=== mem_arbiter ===
mem_arbiter, M4 wires:
Scale bar: 20 um.
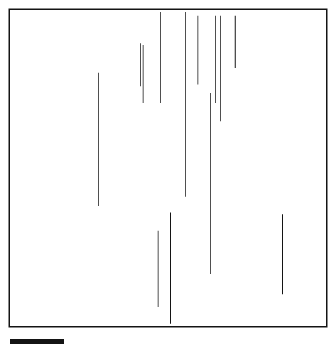
### src/rtl/mem_arbiter.sv
// Two-port (fetch / data) arbiter onto a single registered memory request bus.
// Data wins over fetch, with a saturating starvation counter that forces a fetch grant.
module mem_arbiter #(
  parameter int AW         = 32,
  parameter int DW         = 32,
  parameter int STARVE_LIM = 4
) (
  input  logic          clk,
  input  logic          rst_n,
  input  logic          i_req,
  input  logic [AW-1:0] i_addr,
  output logic [DW-1:0] i_rdata,
  output logic          i_ack,
  input  logic          d_req,
  input  logic          d_we,
  input  logic [1:0]    d_size,
  input  logic [AW-1:0] d_addr,
  input  logic [DW-1:0] d_wdata,
  output logic [DW-1:0] d_rdata,
  output logic          d_ack,
  output logic          d_err,
  output logic          m_req,
  output logic          m_we,
  output logic [3:0]    m_be,
  output logic [AW-1:0] m_addr,
  output logic [DW-1:0] m_wdata,
  input  logic [DW-1:0] m_rdata,
  input  logic          m_ack,
  output logic          busy
);
  localparam int CW = $clog2(STARVE_LIM + 1);
  localparam logic [CW-1:0] LIM = CW'(STARVE_LIM);

  typedef enum logic [1:0] {IDLE, GNT_I, GNT_D, RESP} state_e;

  state_e        state_q, state_d;
  logic [CW-1:0] starve_q, starve_d;
  logic          m_req_q, m_req_d;
  logic          m_we_q, m_we_d;
  logic [3:0]    m_be_q, m_be_d;
  logic [AW-1:0] m_addr_q, m_addr_d;
  logic [DW-1:0] m_wdata_q, m_wdata_d;
  logic [DW-1:0] rdata_q, rdata_d;
  logic          sel_d_q, sel_d_d;
  logic          err_q, err_d;

  logic          d_mis;
  logic          fetch_forced;
  logic [3:0]    d_be;
  logic [DW-1:0] d_wrep;
  logic          unused_bits;

  assign unused_bits = ^i_addr[1:0];

  // Size 11 behaves as a word for both alignment and lane selection.
  assign d_mis        = (d_size == 2'b01 && d_addr[0]) || (d_size[1] && d_addr[1:0] != 2'b00);
  assign fetch_forced = i_req && (starve_q == LIM);

  always_comb begin
    d_be   = 4'b1111;
    d_wrep = d_wdata;
    case (d_size)
      2'b00: begin
        d_be   = 4'b0001 << d_addr[1:0];
        d_wrep = {4{d_wdata[7:0]}};
      end
      2'b01: begin
        d_be   = d_addr[1] ? 4'b1100 : 4'b0011;
        d_wrep = {2{d_wdata[15:0]}};
      end
      default: ;
    endcase
  end

  always_comb begin
    state_d   = state_q;
    starve_d  = starve_q;
    m_req_d   = m_req_q;
    m_we_d    = m_we_q;
    m_be_d    = m_be_q;
    m_addr_d  = m_addr_q;
    m_wdata_d = m_wdata_q;
    rdata_d   = rdata_q;
    sel_d_d   = sel_d_q;
    err_d     = err_q;
    case (state_q)
      IDLE: begin
        if (d_req && !fetch_forced) begin
          sel_d_d = 1'b1;
          err_d   = d_mis;
          if (i_req && starve_q != LIM) starve_d = starve_q + 1'b1;
          if (d_mis) begin
            rdata_d = '0;
            state_d = RESP;
          end else begin
            m_req_d   = 1'b1;
            m_we_d    = d_we;
            m_be_d    = d_be;
            m_addr_d  = {d_addr[AW-1:2], 2'b00};
            m_wdata_d = d_wrep;
            state_d   = GNT_D;
          end
        end else if (i_req) begin
          sel_d_d   = 1'b0;
          err_d     = 1'b0;
          starve_d  = '0;
          m_req_d   = 1'b1;
          m_we_d    = 1'b0;
          m_be_d    = 4'b1111;
          m_addr_d  = {i_addr[AW-1:2], 2'b00};
          state_d   = GNT_I;
        end
      end
      GNT_I, GNT_D: begin
        if (m_ack) begin
          m_req_d = 1'b0;
          rdata_d = m_rdata;
          state_d = RESP;
        end
      end
      RESP: state_d = IDLE;
      default: state_d = IDLE;
    endcase
  end

  always_ff @(posedge clk) begin
    if (!rst_n) begin
      state_q   <= IDLE;
      starve_q  <= '0;
      m_req_q   <= 1'b0;
      m_we_q    <= 1'b0;
      m_be_q    <= 4'b0000;
      m_addr_q  <= '0;
      m_wdata_q <= '0;
      rdata_q   <= '0;
      sel_d_q   <= 1'b0;
      err_q     <= 1'b0;
    end else begin
      state_q   <= state_d;
      starve_q  <= starve_d;
      m_req_q   <= m_req_d;
      m_we_q    <= m_we_d;
      m_be_q    <= m_be_d;
      m_addr_q  <= m_addr_d;
      m_wdata_q <= m_wdata_d;
      rdata_q   <= rdata_d;
      sel_d_q   <= sel_d_d;
      err_q     <= err_d;
    end
  end

  assign m_req   = m_req_q;
  assign m_we    = m_we_q;
  assign m_be    = m_be_q;
  assign m_addr  = m_addr_q;
  assign m_wdata = m_wdata_q;
  assign busy    = (state_q != IDLE);
  assign i_ack   = (state_q == RESP) && !sel_d_q;
  assign d_ack   = (state_q == RESP) && sel_d_q;
  assign d_err   = d_ack && err_q;
  assign i_rdata = i_ack ? rdata_q : '0;
  assign d_rdata = d_ack ? rdata_q : '0;

endmodule

### config.mk
export PLATFORM = sky130hd
export DESIGN_NAME = mem_arbiter
export DESIGN_NICKNAME = d
export VERILOG_FILES = /design/src/rtl/mem_arbiter.sv
export SDC_FILE = /design/constraint.sdc
export NUM_CORES = 1
export LEC_CHECK = 0
export CORE_MARGIN = 3
export CORE_UTILIZATION = 43
export DETAILED_ROUTE_END_ITERATION = 10
export PLACE_DENSITY = 0.86
export SYNTH_ARGS = -nofsm -noshare
export SYNTH_HDL_FRONTEND = slang
export SYNTH_SLANG_ARGS = --single-unit
export TNS_END_PERCENT = 20
### constraint.sdc
create_clock -name clk -period 3.1 [get_ports clk]
set_clock_uncertainty 0.1 [all_clocks]
set_input_delay 0.62 -clock clk [delete_from_list [all_inputs] [get_ports clk]]
set_output_delay 0.62 -clock clk [all_outputs]
set_load 0.01 [all_outputs]
==> notes.md <==
Status of the implementation.

- The residual overflow from global routing is 0, for reference.
- The class of the worst hold path is flip-flop to flip-flop, for reference.
- The core region area is 11700 um2, for reference.
- The share of total power in combinational logic is 0.391, for reference.
- The flow ran to the end, and the final reports show no timing, DRC or antenna violations.
- The met2 wirelength from detailed routing is ~8000 um, for reference.
- The highest ir drop seen on vdd is 0.369 mV, for reference.
- After synthesis, the most frequently instantiated cells are 107 x sky130_fd_sc_hd__dfxtp_1, 88 x sky130_fd_sc_hd__mux2i_1, 63 x sky130_fd_sc_hd__nand2_1.
- The layout cell share with drive strength beyond 1 is 0.0479, for reference.
- In this run the cell area of the synthesized design comes to 5280 um2.
- The cell internal power dissipation is 3310 uW, for reference.
- The area growth from synthesis to layout is 56.9%.
- The maximum count of clock buffers along a single path is 2, for reference.
- The cell count listed in synth_stat.txt is 616, for reference.
- The final sum of negative setup slack is 0 ps, for reference.
- The first-pass GRT wire length is 25300 um, for reference.
- The multiplexer share of the synthesized area is 0.169, for reference.
- The top routing layer in use is met4, for reference.
- The global-route met2 utilization is 0.405, for reference.
- The share of synthesized area in the top cell type comes to 0.406.
- For reference, the final report shows the hold violation count at 0.
- Per the post-CTS timing run, clock transition at the registers of the reported paths is 70 ps.
- In the finished design, the share of the clock period the worst path needs comes to 0.868.
- For the finished layout, the period the worst path requires is around 2700 ps.
- The chip area estimate from yosys synthesis is 5280 um2, for reference.
- The combinational power reported by the tool is 1950 uW.
- The buffer and inverter count on the worst path is 2, for reference.
- The report puts the hold buffer count at CTS at 0.
- The width of the die is 117 um, for reference.
- The cell type with the largest total area after synthesis is sky130_fd_sc_hd__dfxtp_1, for reference.
- Per report_power, the Sequential row totals 1880 uW.
- Looking at the clock tree report, the H-tree level count equals 3.
- The count of antenna-violating nets left after detailed routing is 0, for reference.
- Of the synthesized area, sequential elements account for 0.406.
- Among cell families on the critical path, the largest total delay comes from buffers and inverters.
- The proportion of power drawn by the clock network is 0.232, for reference.
## Picture notes: 'M4 wires' of mem_arbiter
wire length on this layer = 467 um
nets with wire on the layer = 12
main direction = vertical
via count of the routed design: 5328
sum of routed wire length over all layers: 16500 um

area by class of cell:
class                      instances  area, um2  area share
clock inverter                     4       50.0     0.00604
sequential                       107       2140       0.258
tap                              143        179      0.0216
timing repair buffer             285       2840       0.342
clock buffer                      11        253      0.0305
inverter                           9       33.8     0.00408
multi-input combinational        440       2790       0.337
path summary, 6_finish.rpt:
check	startpoint	slack [ps]	cells past startpoint	endpoint
max	state_q[1]	410	5	i_rdata[29]
min	m_wdata[0]	360	2	m_wdata[0]
max reg2reg	state_q[0]	490	6	m_addr[15]
min reg2reg	m_wdata[0]	360	2	m_wdata[0]
stage by stage:
step                      hold WS, ps  utilization  total power, uW  area (um2)
after global routing              378        0.708             5280        8290
after global placement            336        0.682             3770        7980
after CTS                         363        0.708             5030        8290
after detailed placement          353        0.682             3860        7980
after floorplan                   329            -             3050        5280
final                             358        0.708             5000        8290
worst reg2reg max path, stage by stage (launching register included):
cell	delay, ps
sky130_fd_sc_hd__dfxtp_1	310
sky130_fd_sc_hd__inv_1	90
sky130_fd_sc_hd__ha_1	390
sky130_fd_sc_hd__and2_1	260
sky130_fd_sc_hd__a32o_2	970
sky130_fd_sc_hd__o21ai_0	240
sky130_fd_sc_hd__a21oi_1	170

=== reorder_buffer ===
<file path="src/rtl/reorder_buffer.sv">
// reorder_buffer
//
// Two-wide in-order retirement buffer. Each renamed instruction takes one
// entry holding its new and superseded physical destination. Functional
// units mark entries complete by tag; up to two completed entries at the
// head retire per cycle. The superseded physical registers of the retirees
// are returned to the free pool on free_reg1/free_reg2.
//
// Ports
//   clk, rst_n                 clock, synchronous active-low reset
//   alloc_valid1/2             allocation requests (slot 2 needs slot 1)
//   alloc1/2_p_rd              new physical destination (0 = none)
//   alloc1/2_p_old_rd          superseded physical register (0 = none)
//   alloc_ready                at least two free entries
//   alloc_tag1/2               tags handed out this cycle (tail, tail+1)
//   wb_valid, wb_tag           per-FU completion strobe and tag
//   flush                      discard every entry
//   free_reg1/2                registered superseded pregs of retirees
//   retire_count               registered number retired (0..2)
//   rob_empty, rob_full        occupancy flags
module reorder_buffer #(
  parameter int DEPTH  = 16,
  parameter int PREG_W = 6,
  parameter int NUM_FU = 3,
  parameter int TAG_W  = $clog2(DEPTH)
) (
  input  logic                    clk,
  input  logic                    rst_n,
  input  logic                    alloc_valid1,
  input  logic                    alloc_valid2,
  input  logic [PREG_W-1:0]       alloc1_p_rd,
  input  logic [PREG_W-1:0]       alloc2_p_rd,
  input  logic [PREG_W-1:0]       alloc1_p_old_rd,
  input  logic [PREG_W-1:0]       alloc2_p_old_rd,
  output logic                    alloc_ready,
  output logic [TAG_W-1:0]        alloc_tag1,
  output logic [TAG_W-1:0]        alloc_tag2,
  input  logic [NUM_FU-1:0]       wb_valid,
  input  logic [NUM_FU*TAG_W-1:0] wb_tag,
  input  logic                    flush,
  output logic [PREG_W-1:0]       free_reg1,
  output logic [PREG_W-1:0]       free_reg2,
  output logic [1:0]              retire_count,
  output logic                    rob_empty,
  output logic                    rob_full
);

  localparam int CNT_W = TAG_W + 1;

  // Entry state: control bits are reset, payload is not.
  logic [DEPTH-1:0]             valid_q;
  logic [DEPTH-1:0]             done_q;
  logic [DEPTH-1:0][PREG_W-1:0] p_rd_q;
  logic [DEPTH-1:0][PREG_W-1:0] p_old_q;

  logic [TAG_W-1:0] head;
  logic [TAG_W-1:0] tail;
  logic [CNT_W-1:0] count;

  logic [TAG_W-1:0] head1;
  logic [TAG_W-1:0] tail1;
  logic             alloc1_ok;
  logic             alloc2_ok;
  logic             ret0;
  logic             ret1;
  logic [CNT_W-1:0] alloc_n;
  logic [CNT_W-1:0] ret_n;
  logic [CNT_W-1:0] count_next;

  // The new destination is carried for completeness of the entry record
  // but nothing downstream of retirement consumes it yet.
  logic unused_p_rd;
  assign unused_p_rd = ^p_rd_q;

  // Stage p0: allocation / retirement decisions from registered state
  assign head1 = head + TAG_W'(1);
  assign tail1 = tail + TAG_W'(1);

  // Readiness deliberately ignores same-cycle retirement so it depends
  // only on registered count.
  assign alloc_ready = (count <= CNT_W'(DEPTH - 2));
  assign alloc_tag1  = tail;
  assign alloc_tag2  = tail1;
  assign rob_empty   = (count == '0);
  assign rob_full    = (count == CNT_W'(DEPTH));

  assign alloc1_ok = alloc_valid1 & alloc_ready;
  assign alloc2_ok = alloc1_ok & alloc_valid2;

  // Retirement looks only at registered done bits, so a writeback and the
  // retirement of the same entry always land on different edges.
  assign ret0 = valid_q[head] & done_q[head];
  assign ret1 = ret0 & valid_q[head1] & done_q[head1];

  assign alloc_n    = CNT_W'(alloc1_ok) + CNT_W'(alloc2_ok);
  assign ret_n      = CNT_W'(ret0) + CNT_W'(ret1);
  assign count_next = count + alloc_n - ret_n;

  // Stage p1: control state and registered retirement outputs
  always_ff @(posedge clk) begin
    if (!rst_n || flush) begin
      valid_q      <= '0;
      done_q       <= '0;
      head         <= '0;
      tail         <= '0;
      count        <= '0;
      free_reg1    <= '0;
      free_reg2    <= '0;
      retire_count <= '0;
    end else begin
      // Writeback to an entry that is not valid is dropped.
      for (int i = 0; i < NUM_FU; i++) begin
        if (wb_valid[i] && valid_q[wb_tag[i*TAG_W +: TAG_W]]) begin
          done_q[wb_tag[i*TAG_W +: TAG_W]] <= 1'b1;
        end
      end

      // Tail entries are guaranteed invalid whenever alloc_ready is high,
      // so allocation never collides with writeback or retirement.
      if (alloc1_ok) begin
        valid_q[tail] <= 1'b1;
        done_q[tail]  <= 1'b0;
      end
      if (alloc2_ok) begin
        valid_q[tail1] <= 1'b1;
        done_q[tail1]  <= 1'b0;
      end

      // Clearing comes last so it overrides a redundant writeback hit.
      if (ret0) begin
        valid_q[head] <= 1'b0;
        done_q[head]  <= 1'b0;
      end
      if (ret1) begin
        valid_q[head1] <= 1'b0;
        done_q[head1]  <= 1'b0;
      end

      head         <= head + ret_n[TAG_W-1:0];
      tail         <= tail + alloc_n[TAG_W-1:0];
      count        <= count_next;
      free_reg1    <= ret0 ? p_old_q[head]  : '0;
      free_reg2    <= ret1 ? p_old_q[head1] : '0;
      retire_count <= ret_n[1:0];
    end
  end

  // Stage p1: entry payload (no reset; qualified by the valid bits)
  always_ff @(posedge clk) begin
    if (alloc1_ok) begin
      p_rd_q[tail]  <= alloc1_p_rd;
      p_old_q[tail] <= alloc1_p_old_rd;
    end
    if (alloc2_ok) begin
      p_rd_q[tail1]  <= alloc2_p_rd;
      p_old_q[tail1] <= alloc2_p_old_rd;
    end
  end

endmodule

</file>
<file path="config.mk">
export PLATFORM = sky130hd
export DESIGN_NAME = reorder_buffer
export DESIGN_NICKNAME = d
export VERILOG_FILES = /design/src/rtl/reorder_buffer.sv
export SDC_FILE = /design/constraint.sdc
export NUM_CORES = 1
export LEC_CHECK = 0
export CORE_MARGIN = 2
export CORE_UTILIZATION = 30
export DETAILED_ROUTE_END_ITERATION = 8
export SYNTH_ARGS = -nofsm -noshare
export SYNTH_HDL_FRONTEND = slang
export SYNTH_SLANG_ARGS = --single-unit
export TNS_END_PERCENT = 50
</file>
<file path="constraint.sdc">
create_clock -name clk -period 4.5 [get_ports clk]
set_clock_uncertainty 0.15 [all_clocks]
set_input_delay 0.9 -clock clk [delete_from_list [all_inputs] [get_ports clk]]
set_output_delay 0.9 -clock clk [all_outputs]
set_load 0.01 [all_outputs]
</file>
==> notes.md <==
Status of the implementation.

- The tree is rooted in a sky130_fd_sc_hd__clkbuf_16.
- The maximum count of clock buffers along a single path is 2, for reference.
- The number of setup buffers added after CTS is 0, for reference.
- The worst setup path is launched from a flip-flop.
- After synthesis, the chip area reported by Yosys is ~9600 um2.
- The global routing usage summed across all routing layers is 0.181, for reference.
- The worst hold slack is 361 ps, for reference.
- Summed over all cells, the static leakage comes to 0.00410 uW.
- The total number of nets in the final design is 1076, for reference.
- The final layout reports a setup TNS of 0 ps.
- The cell occurring most often along the worst timing path is sky130_fd_sc_hd__inv_1, for reference.
- Of the total power, registers draw 0.431.
- The number of buffer cells added on primary ports is 56, for reference.
- Warnings raised by the tools during the run amount to about 51.
- The final RePlAce weighted congestion is 0.864, for reference.
- The class of the worst hold path is flip-flop to flip-flop, for reference.
- The cell sequence reported for the critical path is inv_2 > ha_1 > mux4_2 > a221o_1 > nor2_1 > ha_1 > inv_1 > fa_1 > inv_1 > fa_1 > inv_1 > a21oi_1 > o21bai_1 > xnor2_1 > nor2_1.
- The post-detailed-route DRC marker count is 0, for reference.
- The most frequently used cell type in the post-synthesis netlist is sky130_fd_sc_hd__dfxtp_1, for reference.
- The power report attributes to the clock group a share of 0.422.
- The number of placed instances, taps included, is 1385.
- In this run the worst path has a maximum fanout of 12.
- The skew report gives the latency at the later pin of the worst-skew pair as 440 ps.
- After synthesis, the most frequently instantiated cells are 155 x sky130_fd_sc_hd__dfxtp_1, 80 x sky130_fd_sc_hd__nand2_1, 73 x sky130_fd_sc_hd__mux2_2.
- The most used flip-flop cell after synthesis is sky130_fd_sc_hd__dfxtp_1, for reference.
- The run finished with clean final reports.
- The cell count after synthesis is about 1000, for reference.
- The power report puts the net switching power at 1000 uW.
flip-flops by register name, indices dropped and copies added (netlist names):
signal,count
free_reg1,6
retire_count,2
head,4
alloc_tag1,4
done_q,16
p_old_q,96
valid_q,16
count,5
free_reg2,6
worst paths after layout:
path	start	to	cells after the start
min reg2reg	valid_q[9]	valid_q[9]	2
max reg2reg	head[1]	count[4]	15
max	head[1]	count[4]	15
min	valid_q[9]	valid_q[9]	2
power by group through the flow:
stage	Sequential, uW	Clock (uW)	Combinational [uW]
6_report	1590	1550	539
5_1_grt	1600	1630	589
4_1_cts	1580	1570	536
3_5_place_dp	1610	0	534
3_3_place_gp	1610	0	520
2_1_floorplan	1580	0	378
layout make-up:
type | count | area [um2] | share of cell area
Clock inverter | 13 | 180 | 0.0161
Tap cell | 402 | 503 | 0.0450
Sequential cell | 155 | 3110 | 0.278
Timing Repair Buffer | 79 | 733 | 0.0655
Multi-Input combinational cell | 713 | 6080 | 0.544
Clock buffer | 19 | 443 | 0.0396
Inverter | 36 | 135 | 0.0121
routing by layer:
metal	global-route usage	routed length [um]	vias to the layer above
li1	-	-	3738
met1	0.248	13400	3948
met2	0.289	14000	341
met3	0.0258	1790	53
met4	0.0678	711	0
met5	0	0	-
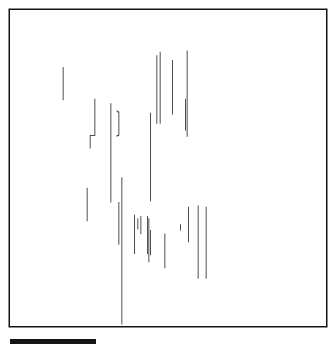
reorder_buffer: M4 wires
Scale bar: 50 um.
nets with wire on the layer = 19
share of all routed wire = 2.4%
via count of the routed design: 8080
sum of routed wire length over all layers: 29900 um

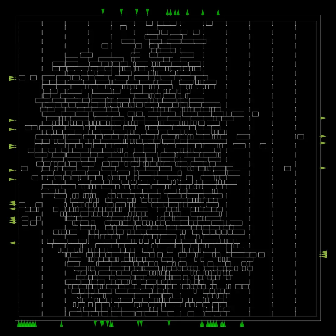
reorder_buffer: cell outlines without signal wires
FILL cells: 3165
Core Box Area: 31600 um2
post-layout instance count excluding filler cells: 1417
final core utilization: 0.354
proportion of cell area occupied by registers: 0.278


=== seq_alu ===
seq_alu, metal layers overlaid:
Scale bar: 50 um.
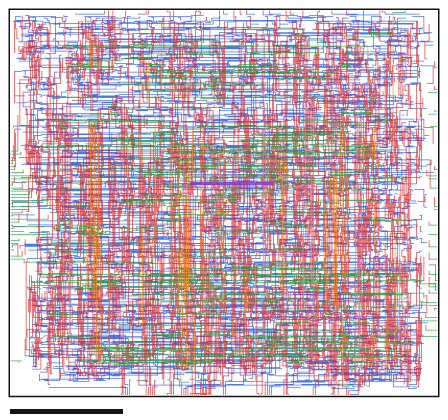
seq_alu, cell outlines without signal wires:
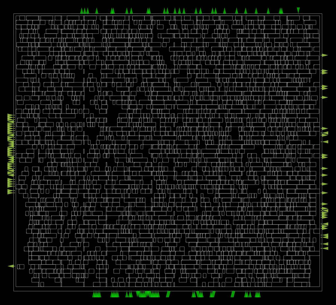
seq_alu, M4 wires:
Scale bar: 50 um.
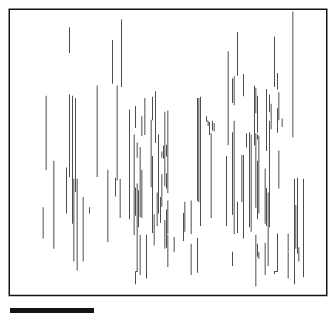
File: config.mk
export PLATFORM = sky130hd
export DESIGN_NAME = seq_alu
export DESIGN_NICKNAME = d
export VERILOG_FILES = /design/src/rtl/seq_alu.sv
export SDC_FILE = /design/constraint.sdc
export NUM_CORES = 1
export LEC_CHECK = 0
export CAP_MARGIN = 20
export CORE_ASPECT_RATIO = 0.9
export CORE_MARGIN = 1
export CORE_UTILIZATION = 50
export CTS_CLUSTER_DIAMETER = 30
export DETAILED_ROUTE_END_ITERATION = 8
export GPL_TIMING_DRIVEN = 0
export PLACE_DENSITY_LB_ADDON = 0.25
export SYNTH_ARGS = -nofsm -noshare
export SYNTH_HDL_FRONTEND = slang
export SYNTH_SLANG_ARGS = --single-unit
File: constraint.sdc
create_clock -name clock -period 3.1 [get_ports clock]
set_input_delay 0.775 -clock clock [delete_from_list [all_inputs] [get_ports clock]]
set_output_delay 0.775 -clock clock [all_outputs]
set_load 0.1 [all_outputs]
File: src/rtl/seq_alu.sv
// seq_alu: multi-cycle ALU with shift-add multiply, restoring divide and a start/done handshake.
// Define SEQ_ALU_DIV_EN to build the divider; without it ops 4/5 complete as reserved ops.
module seq_alu #(
  parameter int WIDTH = 32
) (
  input  logic             clock,
  input  logic             reset,
  input  logic             start,
  input  logic [3:0]       op,
  input  logic [WIDTH-1:0] a,
  input  logic [WIDTH-1:0] b,
  output logic             busy,
  output logic             done,
  output logic [WIDTH-1:0] c_hi,
  output logic [WIDTH-1:0] c_lo,
  output logic             div_by_zero
);

  // state | meaning
  // IDLE  | waiting for start
  // ITER  | one shift-add / restoring-subtract step per cycle
  // FIX   | sign correction, results registered
  // DONE  | done pulse; a new start is accepted here too
  typedef enum logic [1:0] {IDLE, ITER, FIX, DONE} state_t;

  localparam int CW = $clog2(WIDTH + 1);
  localparam logic [3:0] OP_ADD  = 4'd0;
  localparam logic [3:0] OP_SUB  = 4'd1;
  localparam logic [3:0] OP_MULU = 4'd2;
  localparam logic [3:0] OP_MUL  = 4'd3;
  localparam logic [3:0] OP_AND  = 4'd6;
  localparam logic [3:0] OP_OR   = 4'd7;
`ifdef SEQ_ALU_DIV_EN
  localparam logic [3:0] OP_DIVU = 4'd4;
  localparam logic [3:0] OP_DIV  = 4'd5;
`endif

  state_t             state;
  logic [CW-1:0]      count;
  logic [WIDTH-1:0]   hi_r, lo_r, opd;
  logic               neg_q;
  logic               op_signed, sc_multi;
  logic [WIDTH-1:0]   abs_a, abs_b, sc_hi, sc_lo;
  logic [WIDTH:0]     wide;
  logic [WIDTH:0]     mul_sum;
  logic [2*WIDTH-1:0] prod_neg;
`ifdef SEQ_ALU_DIV_EN
  logic               is_div, neg_r, sc_dbz;
  logic [WIDTH:0]     div_shift, div_diff;
`endif

  // Single-cycle results and operand magnitudes for the iterative ops
  always_comb begin
    op_signed = (op == OP_MUL);
`ifdef SEQ_ALU_DIV_EN
    op_signed = op_signed || (op == OP_DIV);
    sc_dbz    = 1'b0;
`endif
    abs_a    = (op_signed && a[WIDTH-1]) ? -a : a;
    abs_b    = (op_signed && b[WIDTH-1]) ? -b : b;
    wide     = '0;
    sc_hi    = '0;
    sc_lo    = '0;
    sc_multi = 1'b0;
    case (op)
      OP_ADD: begin
        wide  = {1'b0, a} + {1'b0, b};
        sc_lo = wide[WIDTH-1:0];
        sc_hi = {{(WIDTH-1){1'b0}}, wide[WIDTH]};
      end
      OP_SUB: begin
        wide  = {1'b0, a} - {1'b0, b};
        sc_lo = wide[WIDTH-1:0];
        sc_hi = {{(WIDTH-1){1'b0}}, wide[WIDTH]};
      end
      OP_MULU, OP_MUL: sc_multi = 1'b1;
`ifdef SEQ_ALU_DIV_EN
      OP_DIVU, OP_DIV: begin
        if (b == '0) begin
          sc_lo  = '1;
          sc_hi  = a;
          sc_dbz = 1'b1;
        end else begin
          sc_multi = 1'b1;
        end
      end
`endif
      OP_AND: sc_lo = a & b;
      OP_OR:  sc_lo = a | b;
      default: ;
    endcase
  end

  assign mul_sum  = {1'b0, hi_r} + (lo_r[0] ? {1'b0, opd} : '0);
  assign prod_neg = -{hi_r, lo_r};
`ifdef SEQ_ALU_DIV_EN
  // div_diff[WIDTH] is set exactly when the shifted remainder is below the divisor
  assign div_shift = {hi_r, lo_r[WIDTH-1]};
  assign div_diff  = div_shift - {1'b0, opd};
`endif

  always_ff @(posedge clock) begin
    if (reset) begin
      state <= IDLE;
      count <= '0;
      hi_r  <= '0;
      lo_r  <= '0;
      opd   <= '0;
      neg_q <= 1'b0;
      busy  <= 1'b0;
      done  <= 1'b0;
      c_hi  <= '0;
      c_lo  <= '0;
`ifdef SEQ_ALU_DIV_EN
      is_div      <= 1'b0;
      neg_r       <= 1'b0;
      div_by_zero <= 1'b0;
`endif
    end else begin
      case (state)
        IDLE, DONE: begin
          done  <= 1'b0;
          state <= IDLE;
          if (start) begin
            if (sc_multi) begin
              state <= ITER;
              busy  <= 1'b1;
              count <= CW'(WIDTH);
              hi_r  <= '0;
              lo_r  <= abs_a;
              opd   <= abs_b;
              neg_q <= op_signed && (a[WIDTH-1] ^ b[WIDTH-1]);
`ifdef SEQ_ALU_DIV_EN
              is_div <= (op == OP_DIVU) || (op == OP_DIV);
              neg_r  <= op_signed && a[WIDTH-1];
`endif
            end else begin
              state <= DONE;
              done  <= 1'b1;
              c_hi  <= sc_hi;
              c_lo  <= sc_lo;
`ifdef SEQ_ALU_DIV_EN
              div_by_zero <= sc_dbz;
`endif
            end
          end
        end
        ITER: begin
          count <= count - CW'(1);
          if (count == CW'(1)) state <= FIX;
`ifdef SEQ_ALU_DIV_EN
          if (is_div) begin
            if (div_diff[WIDTH]) hi_r <= div_shift[WIDTH-1:0];
            else                 hi_r <= div_diff[WIDTH-1:0];
            lo_r <= {lo_r[WIDTH-2:0], ~div_diff[WIDTH]};
          end else begin
`else
          begin
`endif
            hi_r <= mul_sum[WIDTH:1];
            lo_r <= {mul_sum[0], lo_r[WIDTH-1:1]};
          end
        end
        FIX: begin
          state <= DONE;
          busy  <= 1'b0;
          done  <= 1'b1;
`ifdef SEQ_ALU_DIV_EN
          div_by_zero <= 1'b0;
          if (is_div) begin
            c_lo <= neg_q ? -lo_r : lo_r;
            c_hi <= neg_r ? -hi_r : hi_r;
          end else begin
`else
          begin
`endif
            {c_hi, c_lo} <= neg_q ? prod_neg : {hi_r, lo_r};
          end
        end
        default: state <= IDLE;
      endcase
    end
  end

`ifndef SEQ_ALU_DIV_EN
  assign div_by_zero = 1'b0;
`endif

endmodule
==> notes.md <==
Status of the implementation.

- The number of buffer cells added on primary ports is 135, for reference.
- sky130_fd_sc_hd__nand2_1 is the most common cell in the netlist.
- Walking the critical path from launch to capture passes 14 cell instances.
- The flow ran to the end, but the final reports show violations.
- In this run, the synthesized area fraction spent on AND-OR/OR-AND gates is recorded as 0.276.
- In this run the register-to-register setup slack is about 40 ps.
- The fraction of the yosys area taken by sequential cells is 0.218, for reference.
- The critical path maximum fanout is 6.
- In the final run the clock tree shows a worst skew of 25.6 ps.
- Max-slew check failures listed in the final report amount to 0.
- The most used flip-flop cell after synthesis is sky130_fd_sc_hd__dfxtp_1, for reference.
- In this run the most critical hold path is launched from c_hi[31].
- The layout report lists the clock-cell share of area as 0.0276.
- In the final layout, the clock buffer count is 20.
- The largest net degree at the start of global routing is 17, for reference.
- The commonest cells after synthesis are 227 x sky130_fd_sc_hd__nand2_1, 181 x sky130_fd_sc_hd__nor2_1, 171 x sky130_fd_sc_hd__dfxtp_1.
- The class of the worst hold path is flip-flop to flip-flop, for reference.
- The synthesis log from Yosys contains 0 warnings.
- The number of global-route vias before repair is 16434.
- In the final layout, excluding clock inverters the inverter count is 119.
- In the Yosys report the total cell count is between 2000 and 2500.
- The net switching fraction of the power is 0.504, for reference.
- Of the total power, the clock network draws 0.203.
- Looking at the reg2reg group, the worst path ends at hi_r[29].
- The count of flip-flops and latches is 171, for reference.
- The maximum count of clock buffers along a single path is 2, for reference.
- Per STA, the worst path is made up of clkbuf_4 > inv_4 > fa_2 > nor2b_4 > o31ai_4 > a21oi_2 > o211ai_1 > buf_4 > a21oi_4 > a41oi_2 > nor4_2 > buf_4 > mux2_4 > o311ai_2.
- 0 antenna diodes ended up in the layout.
- The final reports fail on setup timing.
- The number of antenna violations at the first check in global routing is 0, for reference.
- The final clock period utilization by the worst path is 1.03, for reference.
- Setup slack on the critical path of the routed design comes to -77.7 ps.
- In this run the VDD rail shows a maximum IR drop of 0.600 mV.
- The floorplan core density is 0.508, for reference.
- Per the layout area report, the sequential fraction of cell area is 0.172.
- In this run the critical register-to-register path is launched from lo_r[0].
- The H-tree level count is 4, for reference.
- The top cell types in the final layout, fill and taps aside, are 225 x sky130_fd_sc_hd__nand2_1, 170 x sky130_fd_sc_hd__nor2_1, 170 x sky130_fd_sc_hd__dfxtp_1, 131 x sky130_fd_sc_hd__o21ai_0, 117 x sky130_fd_sc_hd__xnor2_1.
- The transition time of the tightest slew-check pin is between 1000 and 1500 ps, for reference.
- The final report lists the setup-violating endpoint count as 5.
- The post-layout minimum cycle time is 3180 ps, for reference.
- Of the total power, combinational logic draws 0.541.
- The fraction of final cell area spent on non-clock buffers in this run is 0.112.
- The script computed a power per unit cell area of a little over 500 nW/um2.
- The residual overflow from global routing is 0, for reference.
## Picture notes: 'metal layers overlaid' of seq_alu
met5 -> purple  # wire length 35.0 um
met3 -> green  # wire length 8460 um
met2 -> red  # wire length 27.7 mm
met4 -> orange  # wire length 3380 um
met1 -> blue  # wire length 29.0 mm
sum of routed wire length over all layers: 68700 um
GRT Overall Usage: 0.413

## Picture notes: 'cell outlines without signal wires' of seq_alu
FILL cells: 2780
Core Box Area: 30800 um2
final core utilization: 0.647

## Picture notes: 'M4 wires' of seq_alu
share of all routed wire = 4.9%
nets with wire on the layer = 96
longest straight run = 76.8 um
main direction = vertical
wire length on this layer = 3380 um
via count of the routed design: 18262

==> metrics by stage <==
step,power (uW),std cells,hold slack (ps),cell area (um2)
after global routing,10600,2749,469,20000
after detailed placement,7540,2688,441,17700
after CTS,9880,2728,453,19300
final,10300,2749,450,20000
after floorplan,5900,2141,432,15800
after global placement,7500,2685,437,17600
==> per-layer routing <==
metal / global-route usage / vias to the layer above / part of all wire
met3: 0.0994 / 241 / 0.12
li1: - / 8108 / -
met1: 0.583 / 8687 / 0.42
met4: 0.189 / 2 / 0.049
met5: 0.0108 / - / 0.00050
met2: 0.586 / 1224 / 0.40
==> repair_timing <==
action	CTS	global route
buffers inserted	18	25
gates resized	408	221
hold buffers	0	0
endpoints found under the hold margin	0	0
setup endpoints to repair	165	132
pin swaps	49	72
==> sequential cells by signal (all words and copies together) (netlist names) <==
name   count
lo_r      32
hi_r      32
busy       1
count      6
neg_q      1
state      2
c_lo      32
opd       32
done       1
c_hi      32


==> gallery <==
Selected gate families.
panel A
Scale bar: 20 um.
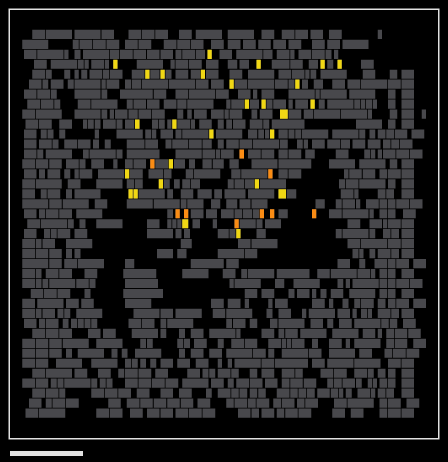
panel B
Scale bar: 50 um.
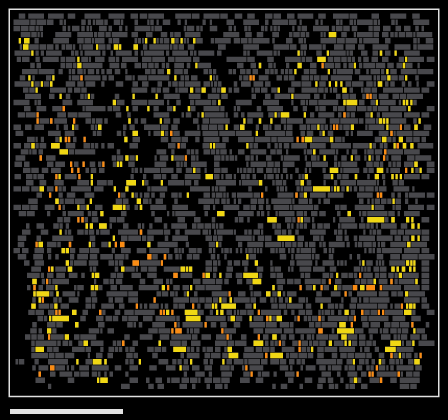
panel C
Scale bar: 50 um.
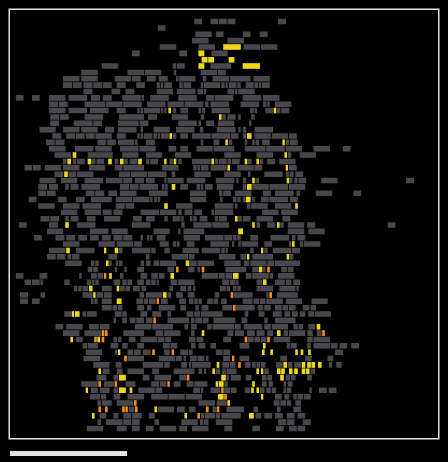
- fewest cells: panel A
- most cells: panel B
seq_alu -> panel B
reorder_buffer -> panel C
mem_arbiter -> panel A

Power figures rest on the tool's default switching activity, not on a simulated workload.
